==================== block 1
Fig. 1: block 1, metal 2
The bar under the picture is 20 um long.
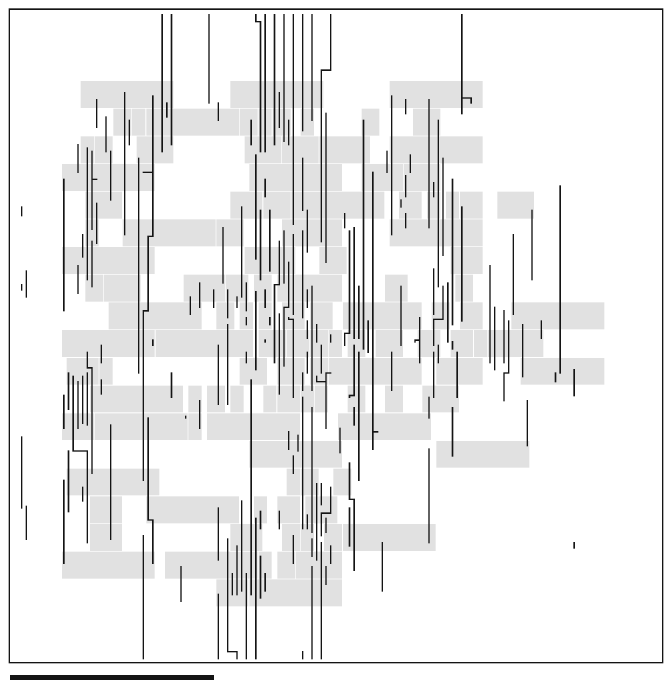

**config.mk**
```make
export PLATFORM = sky130hd
export DESIGN_NAME = stack_arbiter_flat
export DESIGN_NICKNAME = d
export VERILOG_FILES = /design/src/rtl/stack_pkg.sv /design/src/rtl/stack_arbiter_if.sv /design/src/rtl/rr_pick2.sv /design/src/rtl/stack_arbiter.sv /design/src/flat_wrapper.sv
export SDC_FILE = /design/constraint.sdc
export NUM_CORES = 1
export LEC_CHECK = 0
export CORE_MARGIN = 5
export CORE_UTILIZATION = 45
export CTS_BUF_LIST = sky130_fd_sc_hd__clkbuf_4 sky130_fd_sc_hd__clkbuf_8 sky130_fd_sc_hd__clkbuf_16
export CTS_CLUSTER_DIAMETER = 200
export DETAILED_ROUTE_END_ITERATION = 10
export DONT_BUFFER_PORTS = 1
export GPL_TIMING_DRIVEN = 0
export PLACE_DENSITY = 0.64
export SYNTH_ARGS = -nofsm -noshare
export SYNTH_HDL_FRONTEND = slang
export SYNTH_SLANG_ARGS = --single-unit
```
**constraint.sdc**
```tcl
create_clock -name clk -period 3.46 [get_ports clk]
set_input_delay 0.692 -clock clk [delete_from_list [all_inputs] [get_ports clk]]
set_output_delay 0.692 -clock clk [all_outputs]
set_load 0.01 [all_outputs]
```
**src/rtl/stack_pkg.sv**
```systemverilog
// Shared types and sizing for the STACK frame arbiter.
// Latency: n/a (declarations only).
// Backpressure: n/a.
package stack_pkg;

  localparam int STACK_DEPTH = 4;
  localparam int DATA_W      = 4;
  localparam int SUM_W       = 6;

  // Largest sum a full stack can report; SUM_W must be able to hold it.
  localparam int MAX_SUM = STACK_DEPTH * ((1 << DATA_W) - 1);

  localparam int RESULT_WAIT_DEF = 3;
  localparam int GRANT_TO_DEF    = 8;

  typedef enum logic [1:0] {
    ST_IDLE  = 2'd0,
    ST_GRANT = 2'd1,
    ST_WAIT  = 2'd2,
    ST_DONE  = 2'd3
  } arb_state_e;

endpackage

```
**src/rtl/stack_arbiter_if.sv**
```systemverilog
// Bundle of requester-side and stack-side signals around the arbiter.
// Latency: n/a (wires only).
// Backpressure: none; requesters hold req until granted, ops flow one per cycle.
// Ports: req/valid/op/in per requester, gnt per requester, s_* stream to the
// stack, s_out/s_out_valid back from it, res/res_valid*/res_empty results.
interface stack_arbiter_if;
  import stack_pkg::*;

  logic              req0;
  logic              req1;
  logic              valid0;
  logic              valid1;
  logic              op0;
  logic              op1;
  logic [DATA_W-1:0] in0;
  logic [DATA_W-1:0] in1;
  logic              gnt0;
  logic              gnt1;
  logic              s_in_valid;
  logic              s_op;
  logic [DATA_W-1:0] s_in;
  logic [SUM_W-1:0]  s_out;
  logic              s_out_valid;
  logic [SUM_W-1:0]  res;
  logic              res_valid0;
  logic              res_valid1;
  logic              res_empty;

  // Requester/stack environment side.
  modport master (
    output req0, req1, valid0, valid1, op0, op1, in0, in1,
    output s_out, s_out_valid,
    input  gnt0, gnt1, s_in_valid, s_op, s_in,
    input  res, res_valid0, res_valid1, res_empty
  );

  // Arbiter side.
  modport slave (
    input  req0, req1, valid0, valid1, op0, op1, in0, in1,
    input  s_out, s_out_valid,
    output gnt0, gnt1, s_in_valid, s_op, s_in,
    output res, res_valid0, res_valid1, res_empty
  );

endinterface

```
**src/rtl/rr_pick2.sv**
```systemverilog
// Two-way round-robin pick: on a tie the requester that was not last wins.
// Latency: combinational.
// Backpressure: none.
// Ports: req0/req1 request levels, last = previous owner, any = some request,
// pick = index of the winner (0 when nobody requests).
module rr_pick2 (
  input  logic req0,
  input  logic req1,
  input  logic last,
  output logic any,
  output logic pick
);

  always_comb begin
    any  = req0 | req1;
    pick = (req0 && req1) ? ~last : req1;
  end

endmodule

```
**src/rtl/stack_arbiter.sv**
```systemverilog
// Shares one STACK frame engine between two requesters, whole frames round-robin.
// Latency: grant 1 cycle after req; ops reach the stack 1 cycle after valid;
//   result pulses 2 cycles after frame end (1+RESULT_WAIT when the stack is empty).
// Backpressure: requesters hold req until gnt; a granted frame streams ops with no stalls.
// Ports: clk, rst_n (async active-low), bus (slave side of stack_arbiter_if).
module stack_arbiter
  import stack_pkg::*;
#(
  parameter int RESULT_WAIT = RESULT_WAIT_DEF,
  parameter int GRANT_TO    = GRANT_TO_DEF
) (
  input  logic           clk,
  input  logic           rst_n,
  stack_arbiter_if.slave bus
);

  localparam int TO_W   = $clog2(GRANT_TO + 1);
  localparam int WAIT_W = $clog2(RESULT_WAIT + 1);

  arb_state_e        state, state_nxt;
  logic              owner, owner_nxt;
  logic              last, last_nxt;
  logic              seen, seen_nxt;
  logic [TO_W-1:0]   to_cnt, to_cnt_nxt;
  logic [WAIT_W-1:0] wait_cnt, wait_cnt_nxt;

  logic              gnt0, gnt0_nxt;
  logic              gnt1, gnt1_nxt;
  logic              s_in_valid, s_in_valid_nxt;
  logic              s_op, s_op_nxt;
  logic [DATA_W-1:0] s_in, s_in_nxt;
  logic [SUM_W-1:0]  res, res_nxt;
  logic              res_valid0, res_valid0_nxt;
  logic              res_valid1, res_valid1_nxt;
  logic              res_empty, res_empty_nxt;

  logic              pick_any;
  logic              pick_idx;

  // Views of the current frame owner's inputs; the other requester is ignored.
  logic              own_req;
  logic              own_valid;
  logic              own_op;
  logic [DATA_W-1:0] own_in;

  rr_pick2 u_pick (
    .req0 (bus.req0),
    .req1 (bus.req1),
    .last (last),
    .any  (pick_any),
    .pick (pick_idx)
  );

  always_comb begin
    own_req   = owner ? bus.req1   : bus.req0;
    own_valid = owner ? bus.valid1 : bus.valid0;
    own_op    = owner ? bus.op1    : bus.op0;
    own_in    = owner ? bus.in1    : bus.in0;
  end

  always_comb begin
    state_nxt      = state;
    owner_nxt      = owner;
    last_nxt       = last;
    seen_nxt       = seen;
    to_cnt_nxt     = to_cnt;
    wait_cnt_nxt   = wait_cnt;
    gnt0_nxt       = gnt0;
    gnt1_nxt       = gnt1;
    s_in_valid_nxt = s_in_valid;
    s_op_nxt       = s_op;
    s_in_nxt       = s_in;
    res_nxt        = res;
    res_empty_nxt  = res_empty;
    res_valid0_nxt = 1'b0;
    res_valid1_nxt = 1'b0;

    unique case (state)
      ST_IDLE: begin
        if (pick_any) begin
          state_nxt  = ST_GRANT;
          owner_nxt  = pick_idx;
          gnt0_nxt   = ~pick_idx;
          gnt1_nxt   = pick_idx;
          seen_nxt   = 1'b0;
          to_cnt_nxt = '0;
        end
      end

      ST_GRANT: begin
        if (own_valid) begin
          s_in_valid_nxt = 1'b1;
          s_op_nxt       = own_op;
          s_in_nxt       = own_in;
          seen_nxt       = 1'b1;
        end else begin
          s_in_valid_nxt = 1'b0;
          if (seen) begin
            // Frame end: the stack reports its sum once it sees valid low.
            gnt0_nxt     = 1'b0;
            gnt1_nxt     = 1'b0;
            wait_cnt_nxt = '0;
            state_nxt    = ST_WAIT;
          end else if (!own_req || (to_cnt == TO_W'(GRANT_TO - 1))) begin
            // Abort before any op: no result, LAST stays as it was.
            gnt0_nxt  = 1'b0;
            gnt1_nxt  = 1'b0;
            state_nxt = ST_IDLE;
          end else begin
            to_cnt_nxt = to_cnt + 1'b1;
          end
        end
      end

      ST_WAIT: begin
        if (bus.s_out_valid) begin
          res_nxt        = bus.s_out;
          res_empty_nxt  = 1'b0;
          res_valid0_nxt = ~owner;
          res_valid1_nxt = owner;
          state_nxt      = ST_DONE;
        end else if (wait_cnt == WAIT_W'(RESULT_WAIT)) begin
          // An empty stack never pulses s_out_valid, so give up and report empty.
          res_nxt        = '0;
          res_empty_nxt  = 1'b1;
          res_valid0_nxt = ~owner;
          res_valid1_nxt = owner;
          state_nxt      = ST_DONE;
        end else begin
          wait_cnt_nxt = wait_cnt + 1'b1;
        end
      end

      ST_DONE: begin
        last_nxt  = owner;
        state_nxt = ST_IDLE;
      end

      default: begin
        state_nxt = ST_IDLE;
      end
    endcase
  end

  always_ff @(posedge clk or negedge rst_n) begin
    if (!rst_n) begin
      state      <= ST_IDLE;
      owner      <= 1'b0;
      last       <= 1'b1;   // requester 0 wins the first tie
      seen       <= 1'b0;
      to_cnt     <= '0;
      wait_cnt   <= '0;
      gnt0       <= 1'b0;
      gnt1       <= 1'b0;
      s_in_valid <= 1'b0;
      s_op       <= 1'b0;
      s_in       <= '0;
      res        <= '0;
      res_valid0 <= 1'b0;
      res_valid1 <= 1'b0;
      res_empty  <= 1'b0;
    end else begin
      state      <= state_nxt;
      owner      <= owner_nxt;
      last       <= last_nxt;
      seen       <= seen_nxt;
      to_cnt     <= to_cnt_nxt;
      wait_cnt   <= wait_cnt_nxt;
      gnt0       <= gnt0_nxt;
      gnt1       <= gnt1_nxt;
      s_in_valid <= s_in_valid_nxt;
      s_op       <= s_op_nxt;
      s_in       <= s_in_nxt;
      res        <= res_nxt;
      res_valid0 <= res_valid0_nxt;
      res_valid1 <= res_valid1_nxt;
      res_empty  <= res_empty_nxt;
    end
  end

  assign bus.gnt0       = gnt0;
  assign bus.gnt1       = gnt1;
  assign bus.s_in_valid = s_in_valid;
  assign bus.s_op       = s_op;
  assign bus.s_in       = s_in;
  assign bus.res        = res;
  assign bus.res_valid0 = res_valid0;
  assign bus.res_valid1 = res_valid1;
  assign bus.res_empty  = res_empty;

endmodule

```
**src/flat_wrapper.sv**
```systemverilog
// flat-port wrapper written by rule: the top's interface ports become plain ports
module stack_arbiter_flat import stack_pkg::*;
#(
  parameter int RESULT_WAIT = RESULT_WAIT_DEF,
  parameter int GRANT_TO    = GRANT_TO_DEF
)
  (clk, rst_n, bus_req0, bus_req1, bus_valid0, bus_valid1, bus_op0, bus_op1, bus_in0, bus_in1, bus_s_out, bus_s_out_valid, bus_gnt0, bus_gnt1, bus_s_in_valid, bus_s_op, bus_s_in, bus_res, bus_res_valid0, bus_res_valid1, bus_res_empty);
  stack_arbiter_if bus_i ();
  input  logic clk;
  input  logic rst_n;
  input wire logic [$bits(bus_i.req0)-1:0] bus_req0;
  input wire logic [$bits(bus_i.req1)-1:0] bus_req1;
  input wire logic [$bits(bus_i.valid0)-1:0] bus_valid0;
  input wire logic [$bits(bus_i.valid1)-1:0] bus_valid1;
  input wire logic [$bits(bus_i.op0)-1:0] bus_op0;
  input wire logic [$bits(bus_i.op1)-1:0] bus_op1;
  input wire logic [$bits(bus_i.in0)-1:0] bus_in0;
  input wire logic [$bits(bus_i.in1)-1:0] bus_in1;
  input wire logic [$bits(bus_i.s_out)-1:0] bus_s_out;
  input wire logic [$bits(bus_i.s_out_valid)-1:0] bus_s_out_valid;
  output wire logic [$bits(bus_i.gnt0)-1:0] bus_gnt0;
  output wire logic [$bits(bus_i.gnt1)-1:0] bus_gnt1;
  output wire logic [$bits(bus_i.s_in_valid)-1:0] bus_s_in_valid;
  output wire logic [$bits(bus_i.s_op)-1:0] bus_s_op;
  output wire logic [$bits(bus_i.s_in)-1:0] bus_s_in;
  output wire logic [$bits(bus_i.res)-1:0] bus_res;
  output wire logic [$bits(bus_i.res_valid0)-1:0] bus_res_valid0;
  output wire logic [$bits(bus_i.res_valid1)-1:0] bus_res_valid1;
  output wire logic [$bits(bus_i.res_empty)-1:0] bus_res_empty;
  assign bus_i.req0 = bus_req0;
  assign bus_i.req1 = bus_req1;
  assign bus_i.valid0 = bus_valid0;
  assign bus_i.valid1 = bus_valid1;
  assign bus_i.op0 = bus_op0;
  assign bus_i.op1 = bus_op1;
  assign bus_i.in0 = bus_in0;
  assign bus_i.in1 = bus_in1;
  assign bus_i.s_out = bus_s_out;
  assign bus_i.s_out_valid = bus_s_out_valid;
  assign bus_gnt0 = bus_i.gnt0;
  assign bus_gnt1 = bus_i.gnt1;
  assign bus_s_in_valid = bus_i.s_in_valid;
  assign bus_s_op = bus_i.s_op;
  assign bus_s_in = bus_i.s_in;
  assign bus_res = bus_i.res;
  assign bus_res_valid0 = bus_i.res_valid0;
  assign bus_res_valid1 = bus_i.res_valid1;
  assign bus_res_empty = bus_i.res_empty;
  stack_arbiter #(.RESULT_WAIT(RESULT_WAIT), .GRANT_TO(GRANT_TO)) u_core (.clk(clk), .rst_n(rst_n), .bus(bus_i));
endmodule
```
==================== block 2
==> src/rtl/reflet_vga_txt_term_if.sv <==
// reflet_vga_txt_term_if: byte-stream input and renderer cell-write output of the text terminal.
interface reflet_vga_txt_term_if #(
    parameter int CD = 8,
    parameter int HW = 7,
    parameter int VW = 6
);
    logic [7:0] data_in;
    logic data_valid, data_ready;
    logic [CD-1:0] R_fg_in, G_fg_in, B_fg_in, R_bg_in, G_bg_in, B_bg_in;
    logic write_en;
    logic [HW-1:0] h_txt_out, cursor_h;
    logic [VW-1:0] v_txt_out, cursor_v;
    logic [7:0] char_out;
    logic [CD-1:0] R_fg_out, G_fg_out, B_fg_out, R_bg_out, G_bg_out, B_bg_out;
    modport master (
        output data_in, data_valid, R_fg_in, G_fg_in, B_fg_in, R_bg_in, G_bg_in, B_bg_in,
        input data_ready, write_en, h_txt_out, v_txt_out, char_out, cursor_h, cursor_v,
        input R_fg_out, G_fg_out, B_fg_out, R_bg_out, G_bg_out, B_bg_out
    );
    modport slave (
        input data_in, data_valid, R_fg_in, G_fg_in, B_fg_in, R_bg_in, G_bg_in, B_bg_in,
        output data_ready, write_en, h_txt_out, v_txt_out, char_out, cursor_h, cursor_v,
        output R_fg_out, G_fg_out, B_fg_out, R_bg_out, G_bg_out, B_bg_out
    );
endinterface

==> src/rtl/reflet_vga_txt_term.sv <==
// reflet_vga_txt_term: byte-stream terminal front end emitting one renderer cell write per character.
// Define REFLET_VGA_TXT_TERM_CLEAR_EN to make FF (0x0C) clear the whole screen.
module reflet_vga_txt_term #(
    parameter int h_size = 640,
    parameter int v_size = 480,
    parameter int color_depth = 8,
    parameter int bit_reduction = 0
) (
    input logic clk,
    input logic reset,
    reflet_vga_txt_term_if.slave bus
);
    localparam int COLS = h_size / 8 / (2 ** bit_reduction);
    localparam int ROWS = v_size / 8 / (2 ** bit_reduction);
    localparam int HW = $clog2(h_size / 8) - bit_reduction;
    localparam int VW = $clog2(v_size / 8) - bit_reduction;
    localparam int CW = 6 * color_depth;
    localparam logic [HW-1:0] H_LAST = HW'(COLS - 1);
    localparam logic [VW-1:0] V_LAST = VW'(ROWS - 1);
    logic we_q, we_n;
    logic [HW-1:0] h_q, h_n, cur_h, cur_h_n, h_adv, h_back;
    logic [VW-1:0] v_q, v_n, cur_v, cur_v_n, v_adv, v_back;
    logic [7:0] char_q, char_n;
    logic [CW-1:0] col_q, col_n, col_in;
    logic accept, printable, last_col, at_origin;
`ifdef REFLET_VGA_TXT_TERM_CLEAR_EN
    typedef enum logic {IDLE, CLEAR} state_t;
    state_t state, state_n;
    assign bus.data_ready = state == IDLE;
`else
    assign bus.data_ready = 1'b1;
`endif
    assign col_in = {bus.R_fg_in, bus.G_fg_in, bus.B_fg_in, bus.R_bg_in, bus.G_bg_in, bus.B_bg_in};
    assign {bus.R_fg_out, bus.G_fg_out, bus.B_fg_out, bus.R_bg_out, bus.G_bg_out, bus.B_bg_out} = col_q;
    assign bus.write_en = we_q;
    assign bus.h_txt_out = h_q;
    assign bus.v_txt_out = v_q;
    assign bus.char_out = char_q;
    assign bus.cursor_h = cur_h;
    assign bus.cursor_v = cur_v;
    always_comb begin
        accept = bus.data_valid && bus.data_ready;
        printable = bus.data_in >= 8'h20 && bus.data_in != 8'h7F;
        last_col = cur_h == H_LAST;
        at_origin = cur_h == '0 && cur_v == '0;
        h_adv = last_col ? '0 : cur_h + 1'b1;
        v_adv = cur_v == V_LAST ? '0 : cur_v + 1'b1;
        h_back = cur_h == '0 ? H_LAST : cur_h - 1'b1;
        v_back = cur_h == '0 ? cur_v - 1'b1 : cur_v;
        we_n = 1'b0;
        h_n = h_q;
        v_n = v_q;
        char_n = char_q;
        col_n = col_q;
        cur_h_n = cur_h;
        cur_v_n = cur_v;
`ifdef REFLET_VGA_TXT_TERM_CLEAR_EN
        state_n = state;
`endif
        if (accept && printable) begin
            we_n = 1'b1;
            h_n = cur_h;
            v_n = cur_v;
            char_n = bus.data_in;
            col_n = col_in;
            cur_h_n = h_adv;
            cur_v_n = last_col ? v_adv : cur_v;
        end else if (accept && bus.data_in == 8'h0A) begin
            cur_h_n = '0;
            cur_v_n = v_adv;
        end else if (accept && bus.data_in == 8'h0D) begin
            cur_h_n = '0;
        end else if (accept && bus.data_in == 8'h08 && !at_origin) begin
            we_n = 1'b1;
            h_n = h_back;
            v_n = v_back;
            char_n = 8'h20;
            col_n = col_in;
            cur_h_n = h_back;
            cur_v_n = v_back;
`ifdef REFLET_VGA_TXT_TERM_CLEAR_EN
        // The first blank lands on the accepting edge; the cursor then sweeps and wraps back to the origin.
        end else if (accept && bus.data_in == 8'h0C) begin
            state_n = CLEAR;
            we_n = 1'b1;
            h_n = '0;
            v_n = '0;
            char_n = 8'h20;
            col_n = col_in;
            cur_h_n = HW'(1);
            cur_v_n = '0;
        end else if (state == CLEAR && at_origin) begin
            state_n = IDLE;
        end else if (state == CLEAR) begin
            we_n = 1'b1;
            h_n = cur_h;
            v_n = cur_v;
            char_n = 8'h20;
            cur_h_n = h_adv;
            cur_v_n = last_col ? v_adv : cur_v;
`endif
        end
    end
`ifdef REFLET_VGA_TXT_TERM_CLEAR_EN
    always_ff @(posedge clk or posedge reset)
        if (reset) state <= IDLE;
        else state <= state_n;
`endif
    always_ff @(posedge clk or posedge reset)
        if (reset) begin
            we_q <= 1'b0;
            h_q <= '0;
            v_q <= '0;
            char_q <= '0;
            col_q <= '0;
            cur_h <= '0;
            cur_v <= '0;
        end else begin
            we_q <= we_n;
            h_q <= h_n;
            v_q <= v_n;
            char_q <= char_n;
            col_q <= col_n;
            cur_h <= cur_h_n;
            cur_v <= cur_v_n;
        end
endmodule

==> src/flat_wrapper.sv <==
// flat-port wrapper written by rule: the top's interface ports become plain ports
module reflet_vga_txt_term_flat 
#(
    parameter int h_size = 640,
    parameter int v_size = 480,
    parameter int color_depth = 8,
    parameter int bit_reduction = 0
)
  (clk, reset, bus_data_in, bus_data_valid, bus_R_fg_in, bus_G_fg_in, bus_B_fg_in, bus_R_bg_in, bus_G_bg_in, bus_B_bg_in, bus_data_ready, bus_write_en, bus_h_txt_out, bus_v_txt_out, bus_char_out, bus_cursor_h, bus_cursor_v, bus_R_fg_out, bus_G_fg_out, bus_B_fg_out, bus_R_bg_out, bus_G_bg_out, bus_B_bg_out);
  reflet_vga_txt_term_if bus_i ();
  input logic clk;
  input logic reset;
  input wire logic [$bits(bus_i.data_in)-1:0] bus_data_in;
  input wire logic [$bits(bus_i.data_valid)-1:0] bus_data_valid;
  input wire logic [$bits(bus_i.R_fg_in)-1:0] bus_R_fg_in;
  input wire logic [$bits(bus_i.G_fg_in)-1:0] bus_G_fg_in;
  input wire logic [$bits(bus_i.B_fg_in)-1:0] bus_B_fg_in;
  input wire logic [$bits(bus_i.R_bg_in)-1:0] bus_R_bg_in;
  input wire logic [$bits(bus_i.G_bg_in)-1:0] bus_G_bg_in;
  input wire logic [$bits(bus_i.B_bg_in)-1:0] bus_B_bg_in;
  output wire logic [$bits(bus_i.data_ready)-1:0] bus_data_ready;
  output wire logic [$bits(bus_i.write_en)-1:0] bus_write_en;
  output wire logic [$bits(bus_i.h_txt_out)-1:0] bus_h_txt_out;
  output wire logic [$bits(bus_i.v_txt_out)-1:0] bus_v_txt_out;
  output wire logic [$bits(bus_i.char_out)-1:0] bus_char_out;
  output wire logic [$bits(bus_i.cursor_h)-1:0] bus_cursor_h;
  output wire logic [$bits(bus_i.cursor_v)-1:0] bus_cursor_v;
  output wire logic [$bits(bus_i.R_fg_out)-1:0] bus_R_fg_out;
  output wire logic [$bits(bus_i.G_fg_out)-1:0] bus_G_fg_out;
  output wire logic [$bits(bus_i.B_fg_out)-1:0] bus_B_fg_out;
  output wire logic [$bits(bus_i.R_bg_out)-1:0] bus_R_bg_out;
  output wire logic [$bits(bus_i.G_bg_out)-1:0] bus_G_bg_out;
  output wire logic [$bits(bus_i.B_bg_out)-1:0] bus_B_bg_out;
  assign bus_i.data_in = bus_data_in;
  assign bus_i.data_valid = bus_data_valid;
  assign bus_i.R_fg_in = bus_R_fg_in;
  assign bus_i.G_fg_in = bus_G_fg_in;
  assign bus_i.B_fg_in = bus_B_fg_in;
  assign bus_i.R_bg_in = bus_R_bg_in;
  assign bus_i.G_bg_in = bus_G_bg_in;
  assign bus_i.B_bg_in = bus_B_bg_in;
  assign bus_data_ready = bus_i.data_ready;
  assign bus_write_en = bus_i.write_en;
  assign bus_h_txt_out = bus_i.h_txt_out;
  assign bus_v_txt_out = bus_i.v_txt_out;
  assign bus_char_out = bus_i.char_out;
  assign bus_cursor_h = bus_i.cursor_h;
  assign bus_cursor_v = bus_i.cursor_v;
  assign bus_R_fg_out = bus_i.R_fg_out;
  assign bus_G_fg_out = bus_i.G_fg_out;
  assign bus_B_fg_out = bus_i.B_fg_out;
  assign bus_R_bg_out = bus_i.R_bg_out;
  assign bus_G_bg_out = bus_i.G_bg_out;
  assign bus_B_bg_out = bus_i.B_bg_out;
  reflet_vga_txt_term #(.h_size(h_size), .v_size(v_size), .color_depth(color_depth), .bit_reduction(bit_reduction)) u_core (.clk(clk), .reset(reset), .bus(bus_i));
endmodule
==> config.mk <==
export PLATFORM = sky130hd
export DESIGN_NAME = reflet_vga_txt_term_flat
export DESIGN_NICKNAME = d
export VERILOG_FILES = /design/src/rtl/reflet_vga_txt_term_if.sv /design/src/rtl/reflet_vga_txt_term.sv /design/src/flat_wrapper.sv
export SDC_FILE = /design/constraint.sdc
export NUM_CORES = 1
export LEC_CHECK = 0
export ABC_AREA = 1
export CAP_MARGIN = 25
export CELL_PAD_IN_SITES_DETAIL_PLACEMENT = 1
export CELL_PAD_IN_SITES_GLOBAL_PLACEMENT = 1
export CORE_MARGIN = 3
export CORE_UTILIZATION = 35
export DETAILED_ROUTE_END_ITERATION = 10
export PLACE_DENSITY_LB_ADDON = 0.1
export SYNTH_ARGS = -nofsm -noshare
export SYNTH_HDL_FRONTEND = slang
export SYNTH_SLANG_ARGS = --single-unit
==> constraint.sdc <==
create_clock -name clk -period 7.7 [get_ports clk]
set_clock_uncertainty 0.05 [all_clocks]
set_input_delay 0.77 -clock clk [delete_from_list [all_inputs] [get_ports clk]]
set_output_delay 0.77 -clock clk [all_outputs]
set_load 0.005 [all_outputs]
==================== block 3
===== src/rtl/ps2_cmd_seq_pkg.sv =====
// Shared constants and types for the PS/2 command sequencer and its helpers.
package ps2_cmd_seq_pkg;

   localparam logic [7:0] PS2_ACK    = 8'hFA;
   localparam logic [7:0] PS2_RESEND = 8'hFE;

   typedef enum logic [1:0] {
      IDLE     = 2'd0,
      SEND     = 2'd1,
      WAIT_ACK = 2'd2
   } state_t;

   // Counter width able to hold 0..n-1, never narrower than one bit.
   function automatic int cnt_width(input int n);
      return (n > 1) ? $clog2(n) : 1;
   endfunction

endpackage


===== src/rtl/ps2_cmd_seq_if.sv =====
// Command, receive and ps2_host link signals of the command sequencer.
interface ps2_cmd_seq_if;

   logic       cmd_valid;
   logic [7:0] cmd_data;
   logic       cmd_ready;
   logic       cmd_done;
   logic       cmd_fail;
   logic       rx_valid;
   logic [7:0] rx_byte;
   logic       h_tx_en;
   logic [7:0] h_tx_data;
   logic       h_tx_ack;
   logic       h_tx_err;
   logic       h_rx_en;
   logic [7:0] h_rx_data;
   logic       h_rx_ack;
   logic       h_rx_err;

   // master: the sequencer itself; slave: the consumer plus ps2_host around it.
   modport master (
      input  cmd_valid, cmd_data, h_tx_ack, h_tx_err, h_rx_data, h_rx_ack, h_rx_err,
      output cmd_ready, cmd_done, cmd_fail, rx_valid, rx_byte, h_tx_en, h_tx_data, h_rx_en
   );

   modport slave (
      output cmd_valid, cmd_data, h_tx_ack, h_tx_err, h_rx_data, h_rx_ack, h_rx_err,
      input  cmd_ready, cmd_done, cmd_fail, rx_valid, rx_byte, h_tx_en, h_tx_data, h_rx_en
   );

endinterface


===== src/rtl/ps2_ack_timer.sv =====
// Acknowledge watchdog: counts enabled cycles and flags the last one of CYCLES.
module ps2_ack_timer
   import ps2_cmd_seq_pkg::*;
#(
   parameter int CYCLES = 2000000
) (
   input  logic clk,
   input  logic rst,
   input  logic clr,
   input  logic en,
   output logic expired
);

   localparam int W = cnt_width(CYCLES);

   logic [W-1:0] count;

   assign expired = en && (count == W'(CYCLES - 1));

   // NOTE: sequential state uses non-blocking assignments so every register
   // samples pre-edge values regardless of process ordering.
   always_ff @(posedge clk or posedge rst) begin
      if (rst) begin
         count <= '0;
      end else if (clr) begin
         count <= '0;
      end else if (en && !expired) begin
         count <= count + W'(1);
      end
   end

endmodule


===== src/rtl/ps2_cmd_seq.sv =====
// Sends one command byte to a PS/2 device through ps2_host, retries until 0xFA,
// and forwards every other received byte to the consumer.
module ps2_cmd_seq
   import ps2_cmd_seq_pkg::*;
#(
   parameter int CLK_FREQ       = 100,
   parameter int ACK_TIMEOUT_MS = 20,
   parameter int MAX_RETRY      = 3
) (
   input  logic          clk,
   input  logic          rst,
   ps2_cmd_seq_if.master bus
);

   localparam int TIMEOUT_CYCLES = CLK_FREQ * 1000 * ACK_TIMEOUT_MS;
   localparam int RETRY_W        = cnt_width(MAX_RETRY + 1);

   state_t               state, next_state;
   logic [RETRY_W-1:0]   retry_cnt;
   logic                 tx_en_q;
   logic [7:0]           tx_data_q;
   logic                 accept, attempt_bad, give_up, ack_ok, fwd;
   logic                 timer_clr, timer_en, timer_expired;

   ps2_ack_timer #(.CYCLES(TIMEOUT_CYCLES)) u_ack_timer (
      .clk     (clk),
      .rst     (rst),
      .clr     (timer_clr),
      .en      (timer_en),
      .expired (timer_expired)
   );

   always_ff @(posedge clk or posedge rst) begin
      if (rst) state <= IDLE;
      else     state <= next_state;
   end

   // NOTE: every signal assigned here gets a default first, so no path can
   // leave one unassigned and infer a latch.
   always_comb begin
      next_state  = state;
      attempt_bad = 1'b0;
      ack_ok      = 1'b0;
      give_up     = 1'b0;
      unique case (state)
         IDLE: if (bus.cmd_valid) next_state = SEND;
         // Ignore link status during the one-cycle gap between attempts.
         SEND: if (tx_en_q) begin
            if (bus.h_tx_err)      attempt_bad = 1'b1;
            else if (bus.h_tx_ack) next_state  = WAIT_ACK;
         end
         WAIT_ACK: begin
            if (bus.h_rx_ack && bus.h_rx_data == PS2_ACK) begin
               ack_ok     = 1'b1;
               next_state = IDLE;
            end else if ((bus.h_rx_ack && bus.h_rx_data == PS2_RESEND) ||
                         bus.h_rx_err || timer_expired) begin
               attempt_bad = 1'b1;
            end
         end
         default: next_state = IDLE;
      endcase
      if (attempt_bad) begin
         give_up    = (retry_cnt == RETRY_W'(MAX_RETRY));
         next_state = give_up ? IDLE : SEND;
      end
   end

   always_comb begin
      accept        = (state == IDLE) && bus.cmd_valid;
      timer_en      = (state == WAIT_ACK);
      timer_clr     = (state != WAIT_ACK);
      fwd           = bus.h_rx_ack &&
                      !((state == WAIT_ACK) &&
                        (bus.h_rx_data == PS2_ACK || bus.h_rx_data == PS2_RESEND));
      bus.cmd_ready = (state == IDLE);
      bus.h_rx_en   = 1'b1;
      bus.h_tx_en   = tx_en_q;
      bus.h_tx_data = tx_data_q;
   end

   // Transmit enable skips one cycle on a SEND-to-SEND retry so ps2_host sees a new request.
   always_ff @(posedge clk or posedge rst) begin
      if (rst) begin
         tx_en_q      <= 1'b0;
         tx_data_q    <= '0;
         retry_cnt    <= '0;
         bus.cmd_done <= 1'b0;
         bus.cmd_fail <= 1'b0;
         bus.rx_valid <= 1'b0;
         bus.rx_byte  <= '0;
      end else begin
         tx_en_q      <= (next_state == SEND) && !((state == SEND) && attempt_bad);
         bus.cmd_done <= ack_ok;
         bus.cmd_fail <= give_up;
         bus.rx_valid <= fwd;
         if (fwd) bus.rx_byte <= bus.h_rx_data;
         if (accept) begin
            tx_data_q <= bus.cmd_data;
            retry_cnt <= '0;
         end else if (attempt_bad && !give_up) begin
            retry_cnt <= retry_cnt + RETRY_W'(1);
         end
      end
   end

endmodule


===== src/flat_wrapper.sv =====
// flat-port wrapper written by rule: the top's interface ports become plain ports
module ps2_cmd_seq_flat import ps2_cmd_seq_pkg::*;
#(
   parameter int CLK_FREQ       = 100,
   parameter int ACK_TIMEOUT_MS = 20,
   parameter int MAX_RETRY      = 3
)
  (clk, rst, bus_cmd_valid, bus_cmd_data, bus_h_tx_ack, bus_h_tx_err, bus_h_rx_data, bus_h_rx_ack, bus_h_rx_err, bus_cmd_ready, bus_cmd_done, bus_cmd_fail, bus_rx_valid, bus_rx_byte, bus_h_tx_en, bus_h_tx_data, bus_h_rx_en);
  ps2_cmd_seq_if bus_i ();
  input  logic clk;
  input  logic rst;
  input wire logic [$bits(bus_i.cmd_valid)-1:0] bus_cmd_valid;
  input wire logic [$bits(bus_i.cmd_data)-1:0] bus_cmd_data;
  input wire logic [$bits(bus_i.h_tx_ack)-1:0] bus_h_tx_ack;
  input wire logic [$bits(bus_i.h_tx_err)-1:0] bus_h_tx_err;
  input wire logic [$bits(bus_i.h_rx_data)-1:0] bus_h_rx_data;
  input wire logic [$bits(bus_i.h_rx_ack)-1:0] bus_h_rx_ack;
  input wire logic [$bits(bus_i.h_rx_err)-1:0] bus_h_rx_err;
  output wire logic [$bits(bus_i.cmd_ready)-1:0] bus_cmd_ready;
  output wire logic [$bits(bus_i.cmd_done)-1:0] bus_cmd_done;
  output wire logic [$bits(bus_i.cmd_fail)-1:0] bus_cmd_fail;
  output wire logic [$bits(bus_i.rx_valid)-1:0] bus_rx_valid;
  output wire logic [$bits(bus_i.rx_byte)-1:0] bus_rx_byte;
  output wire logic [$bits(bus_i.h_tx_en)-1:0] bus_h_tx_en;
  output wire logic [$bits(bus_i.h_tx_data)-1:0] bus_h_tx_data;
  output wire logic [$bits(bus_i.h_rx_en)-1:0] bus_h_rx_en;
  assign bus_i.cmd_valid = bus_cmd_valid;
  assign bus_i.cmd_data = bus_cmd_data;
  assign bus_i.h_tx_ack = bus_h_tx_ack;
  assign bus_i.h_tx_err = bus_h_tx_err;
  assign bus_i.h_rx_data = bus_h_rx_data;
  assign bus_i.h_rx_ack = bus_h_rx_ack;
  assign bus_i.h_rx_err = bus_h_rx_err;
  assign bus_cmd_ready = bus_i.cmd_ready;
  assign bus_cmd_done = bus_i.cmd_done;
  assign bus_cmd_fail = bus_i.cmd_fail;
  assign bus_rx_valid = bus_i.rx_valid;
  assign bus_rx_byte = bus_i.rx_byte;
  assign bus_h_tx_en = bus_i.h_tx_en;
  assign bus_h_tx_data = bus_i.h_tx_data;
  assign bus_h_rx_en = bus_i.h_rx_en;
  ps2_cmd_seq #(.CLK_FREQ(CLK_FREQ), .ACK_TIMEOUT_MS(ACK_TIMEOUT_MS), .MAX_RETRY(MAX_RETRY)) u_core (.clk(clk), .rst(rst), .bus(bus_i));
endmodule

===== config.mk =====
export PLATFORM = sky130hd
export DESIGN_NAME = ps2_cmd_seq_flat
export DESIGN_NICKNAME = d
export VERILOG_FILES = /design/src/rtl/ps2_cmd_seq_pkg.sv /design/src/rtl/ps2_cmd_seq_if.sv /design/src/rtl/ps2_ack_timer.sv /design/src/rtl/ps2_cmd_seq.sv /design/src/flat_wrapper.sv
export SDC_FILE = /design/constraint.sdc
export NUM_CORES = 1
export LEC_CHECK = 0
export CAP_MARGIN = 20
export CORE_MARGIN = 4
export CORE_UTILIZATION = 46
export DETAILED_ROUTE_END_ITERATION = 16
export HOLD_SLACK_MARGIN = 0.15
export PLACE_DENSITY_LB_ADDON = 0.08
export SLEW_MARGIN = 20
export SYNTH_ARGS = -nofsm -noshare
export SYNTH_HDL_FRONTEND = slang
export SYNTH_HIERARCHICAL = 1
export SYNTH_SLANG_ARGS = --single-unit

===== constraint.sdc =====
create_clock -name clk -period 5.9 [get_ports clk]
set_input_delay 0.885 -clock clk [delete_from_list [all_inputs] [get_ports clk]]
set_output_delay 0.885 -clock clk [all_outputs]
set_load 0.01 [all_outputs]


==> screenshots <==
Cells by drive strength.
The bar under the picture is 20 um long.
image #1
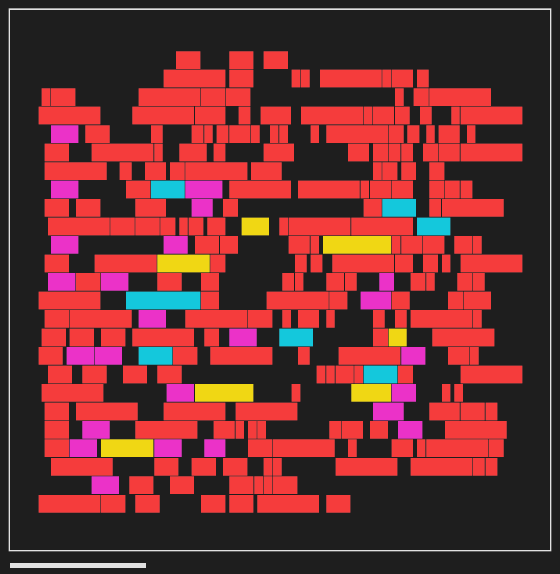
image #2
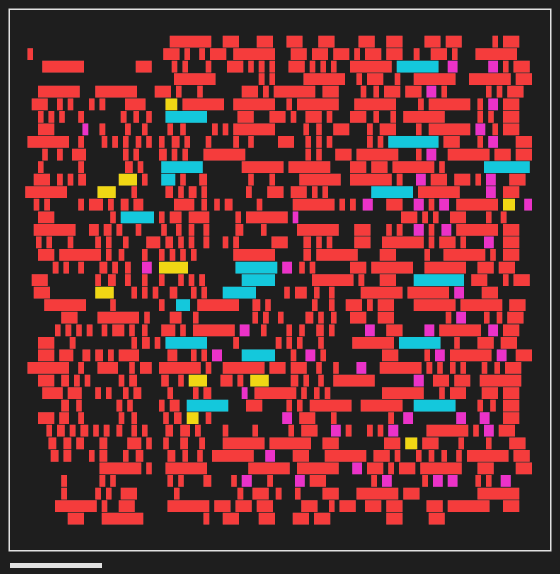
image #3
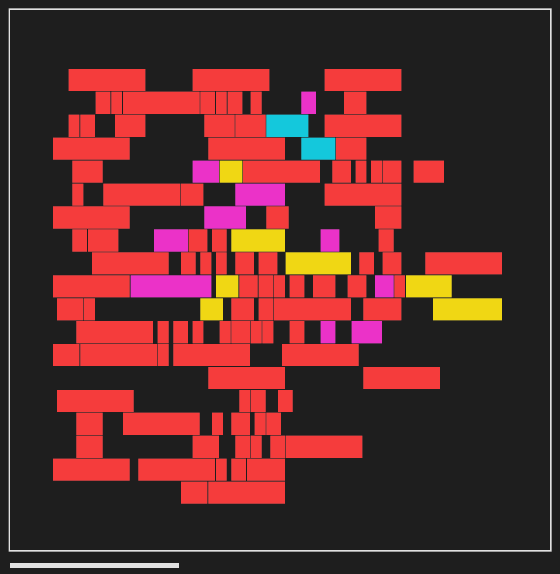
block 3: image #1
block 2: image #2
block 1: image #3
The one with the most cells is image #2.
The one with the smallest die is image #3.

Fig. 2: block 2, metal 2
The bar under the picture is 20 um long.
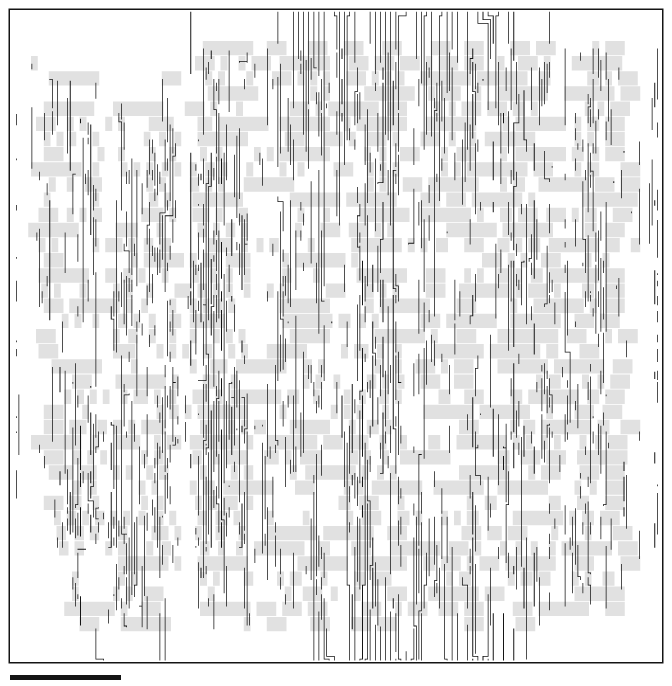
nets with wire on the layer	628
share of all routed wire	48%
main direction	vertical
wire length on this layer	6300 um
drt total wl: 13200 um
met2 Track Usage GR: 33.1%
vias: 4017

==> results.txt, block 2 <==
run results: sequential cell area share=34.0%, Power Clock=472 uW, worst path bufs/invs=3, share of cells above drive strength 1=approximately 11%, area delta synth->final=41.8%, part of the power in combinational logic=35.4%, outcome=finished clean, CP max stage delay=between 0.6 and 0.7 ns, DR WL/cell=15.8 um, CP max FO=35, die height=117 um, Syn. warnings=0, critical path depth=10, first-pass GRT wire length=21400 um, floorplan net count=612, worst r2r dst=u_core.bus.h_txt_out[1]$_DFFE_PP0P_, clock slew at reported path FFs=0.06 ns, Top area cell types=dfrtp_1 (48%), nand2_1 (22%), nand2_2 (6.2%), nor2_1 (3.3%), nand3_1 (2.6%), Hold Fails Final Rpt=0, Max Buffers Root-to-Sink=2, vias in the first global route=4171, nonclk buf count=145, XORs/XNORs by Area=roughly 1.4%, sequential share of power=36.8%, Worst VDD drop=144 uV, crit path max-delay cell type=nor2_8, Rows=39, YS chip area=4310 um2, Multi-In Gates=414, Cell Chain, Critical Path=clkdlybuf4s50_1 > nand2_1 > nor2_1 > nand2_1 > nand2_2 > inv_2 > nor2_8 > buf_12 > nand2_1 > nand2_1, storage element area=approximately 2100 um2, fin crit share=38.7%, Post-synth ARST share=100%, P_leak=0.00297 uW, Port Buf Inserts=141, clock power share=27.8%, Startpoint Class=input port, CP arrival=3.21 ns, most frequent logic cells in the routed design=nand2_1 (252), clkdlybuf4s50_1 (141), dfrtp_1 (83), nand2_2 (43), nor2_1 (38), FF-to-FF setup slack=5.07 ns, GRT met3 Usage=3.29%, Peak Freq=335 MHz
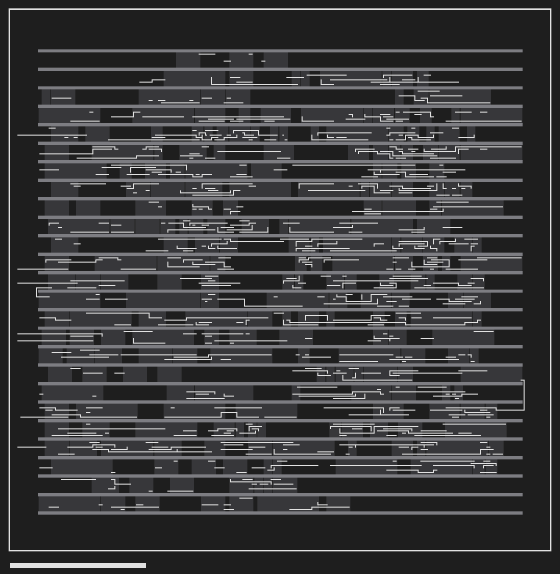
Fig. 3. Metal 1 (block 3).
The bar under the picture is 20 um long. Supply wires on this layer in grey.
nets with wire on the layer	249
longest straight run	17.9 um
main direction	horizontal

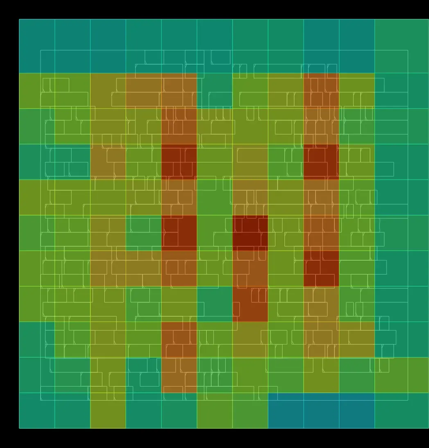
Fig. 4. Congestion heat map (block 3).
GRT met3 Usage: 6.43%
met1 usage: 18.4%
DR WL/cell: 14.3 um
Util after Layout: 60.7%
all-layer global routing usage: 16.6%

==> results.txt, block 3 <==
run results: fin worst setup slack=3.34 ns, critical path depth=3, Peak Freq=391 MHz, Largest type area fraction=roughly 48%, Max Slew Vio Count=0, non-filler instance count after layout=325, nonclk buf count=43, Final non-clock buffer share=14.6%, clk_skew=0.00871 ns, DR iter-0 viols=51, R2R cell count=9, crit path max-delay cell type=clkdlybuf4s50_1, outcome=finished clean, R2R Path Start=u_core/u_ack_timer/count[0]$_DFFE_PP0P_, FF-to-FF setup slack=3.46 ns, CTS hold repair buffers=0, max reg flops=21, Worst Hold Path EP=u_core/bus.rx_byte[0]$_DFFE_PP0P_, Req. time, crit path=5.02 ns, storage element area=~1100 um2, Int Pwr=650 uW, Pwr top=registers, largest reg by FF count=u_core/u_ack_timer/count, Worst-Margin Slew=0.929 ns, Multi-In Gates=153, pin count of the biggest net entering global routing=26, # setup viols final=0, flop count=about 45, area delta synth->final=25.4%, Biggest Area Class=multi-input combinational cells, Setup WS pre-CTS=3.29 ns, first-pass GRT wire length=roughly 8300 um, antenna-violating nets left=0, Core Util at FP=48.4%, DIE AREA=6310 um2, vias per inst=5.36, XORs/XNORs by Area=between 4 and 5%, Post-synth ARST share=100%, clock buffer count=6, post-synthesis cell count=213, floorplan net count=242, placed cell areas=2820 um2, Hold Fails Final Rpt=0, Top Metal Used=met4, H-tree levels=2, part of the power in combinational logic=31.8%, crit path to=bus_cmd_ready, synth unique cells=~50, Startpoint Class=flip-flop, met2 Track Usage GR=between 20 and 30%, CP max FO=7
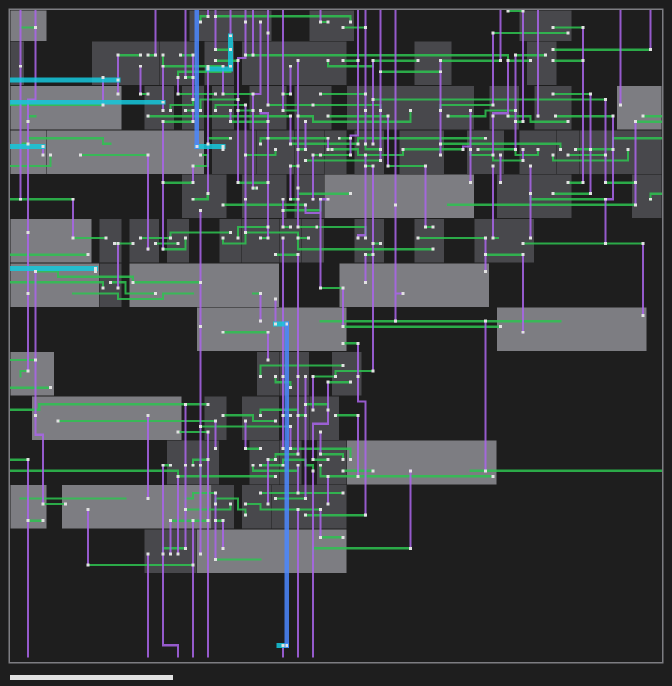
Fig. 5. A small window of the routed layout (block 1).
The bar under the picture is 10 um long. Window x 12 to 52, y 0 to 40 um. Cells in grey, sequential cells in the stronger grey; small squares are vias.
colour	layer
blue	M4
purple	M2
cyan	M3
green	M1
cells with their middle in the window	70
most frequent	dfrtp_1 (12), nand2_1 (6), nand3_1 (6)
sequential cells in the window	13
netlist names of flops here include	u_core.bus.res (4), u_core.wait_cnt (2)

## Picture notes: Fig. 1
wire length on this layer	1150 um
main direction	vertical
nets with wire on the layer	120
longest straight run	27.2 um
drt total wl: 2450 um
met2 Track Usage GR: 21.0%

==> results.txt, block 1 <==
run results: worst path bufs/invs=0, Biggest Area Class=sequential cells, Dominant combinational family=AND-OR/OR-AND gates, Placed Instances=147, Max Slew Vio Count=0, placed cell areas=1350 um2, YS chip area=1320 um2, max-cap violations=0, CTS hold repair buffers=0, outcome=finished clean, nonclk buf count=4, H-tree levels=1, Hold Fails Final Rpt=0, all-layer global routing usage=roughly an eighth, Startpoint Class=flip-flop, clock slew at reported path FFs=approximately 0.15 ns, sequential share of power=approximately 50%, synth unique cells=38, Peak Freq=about 600 MHz, part of the power in combinational logic=between 30% and 40%, Final Power=1230 uW, initial antenna violation count=0

Power figures rest on the tool's default switching activity, not on a simulated workload.
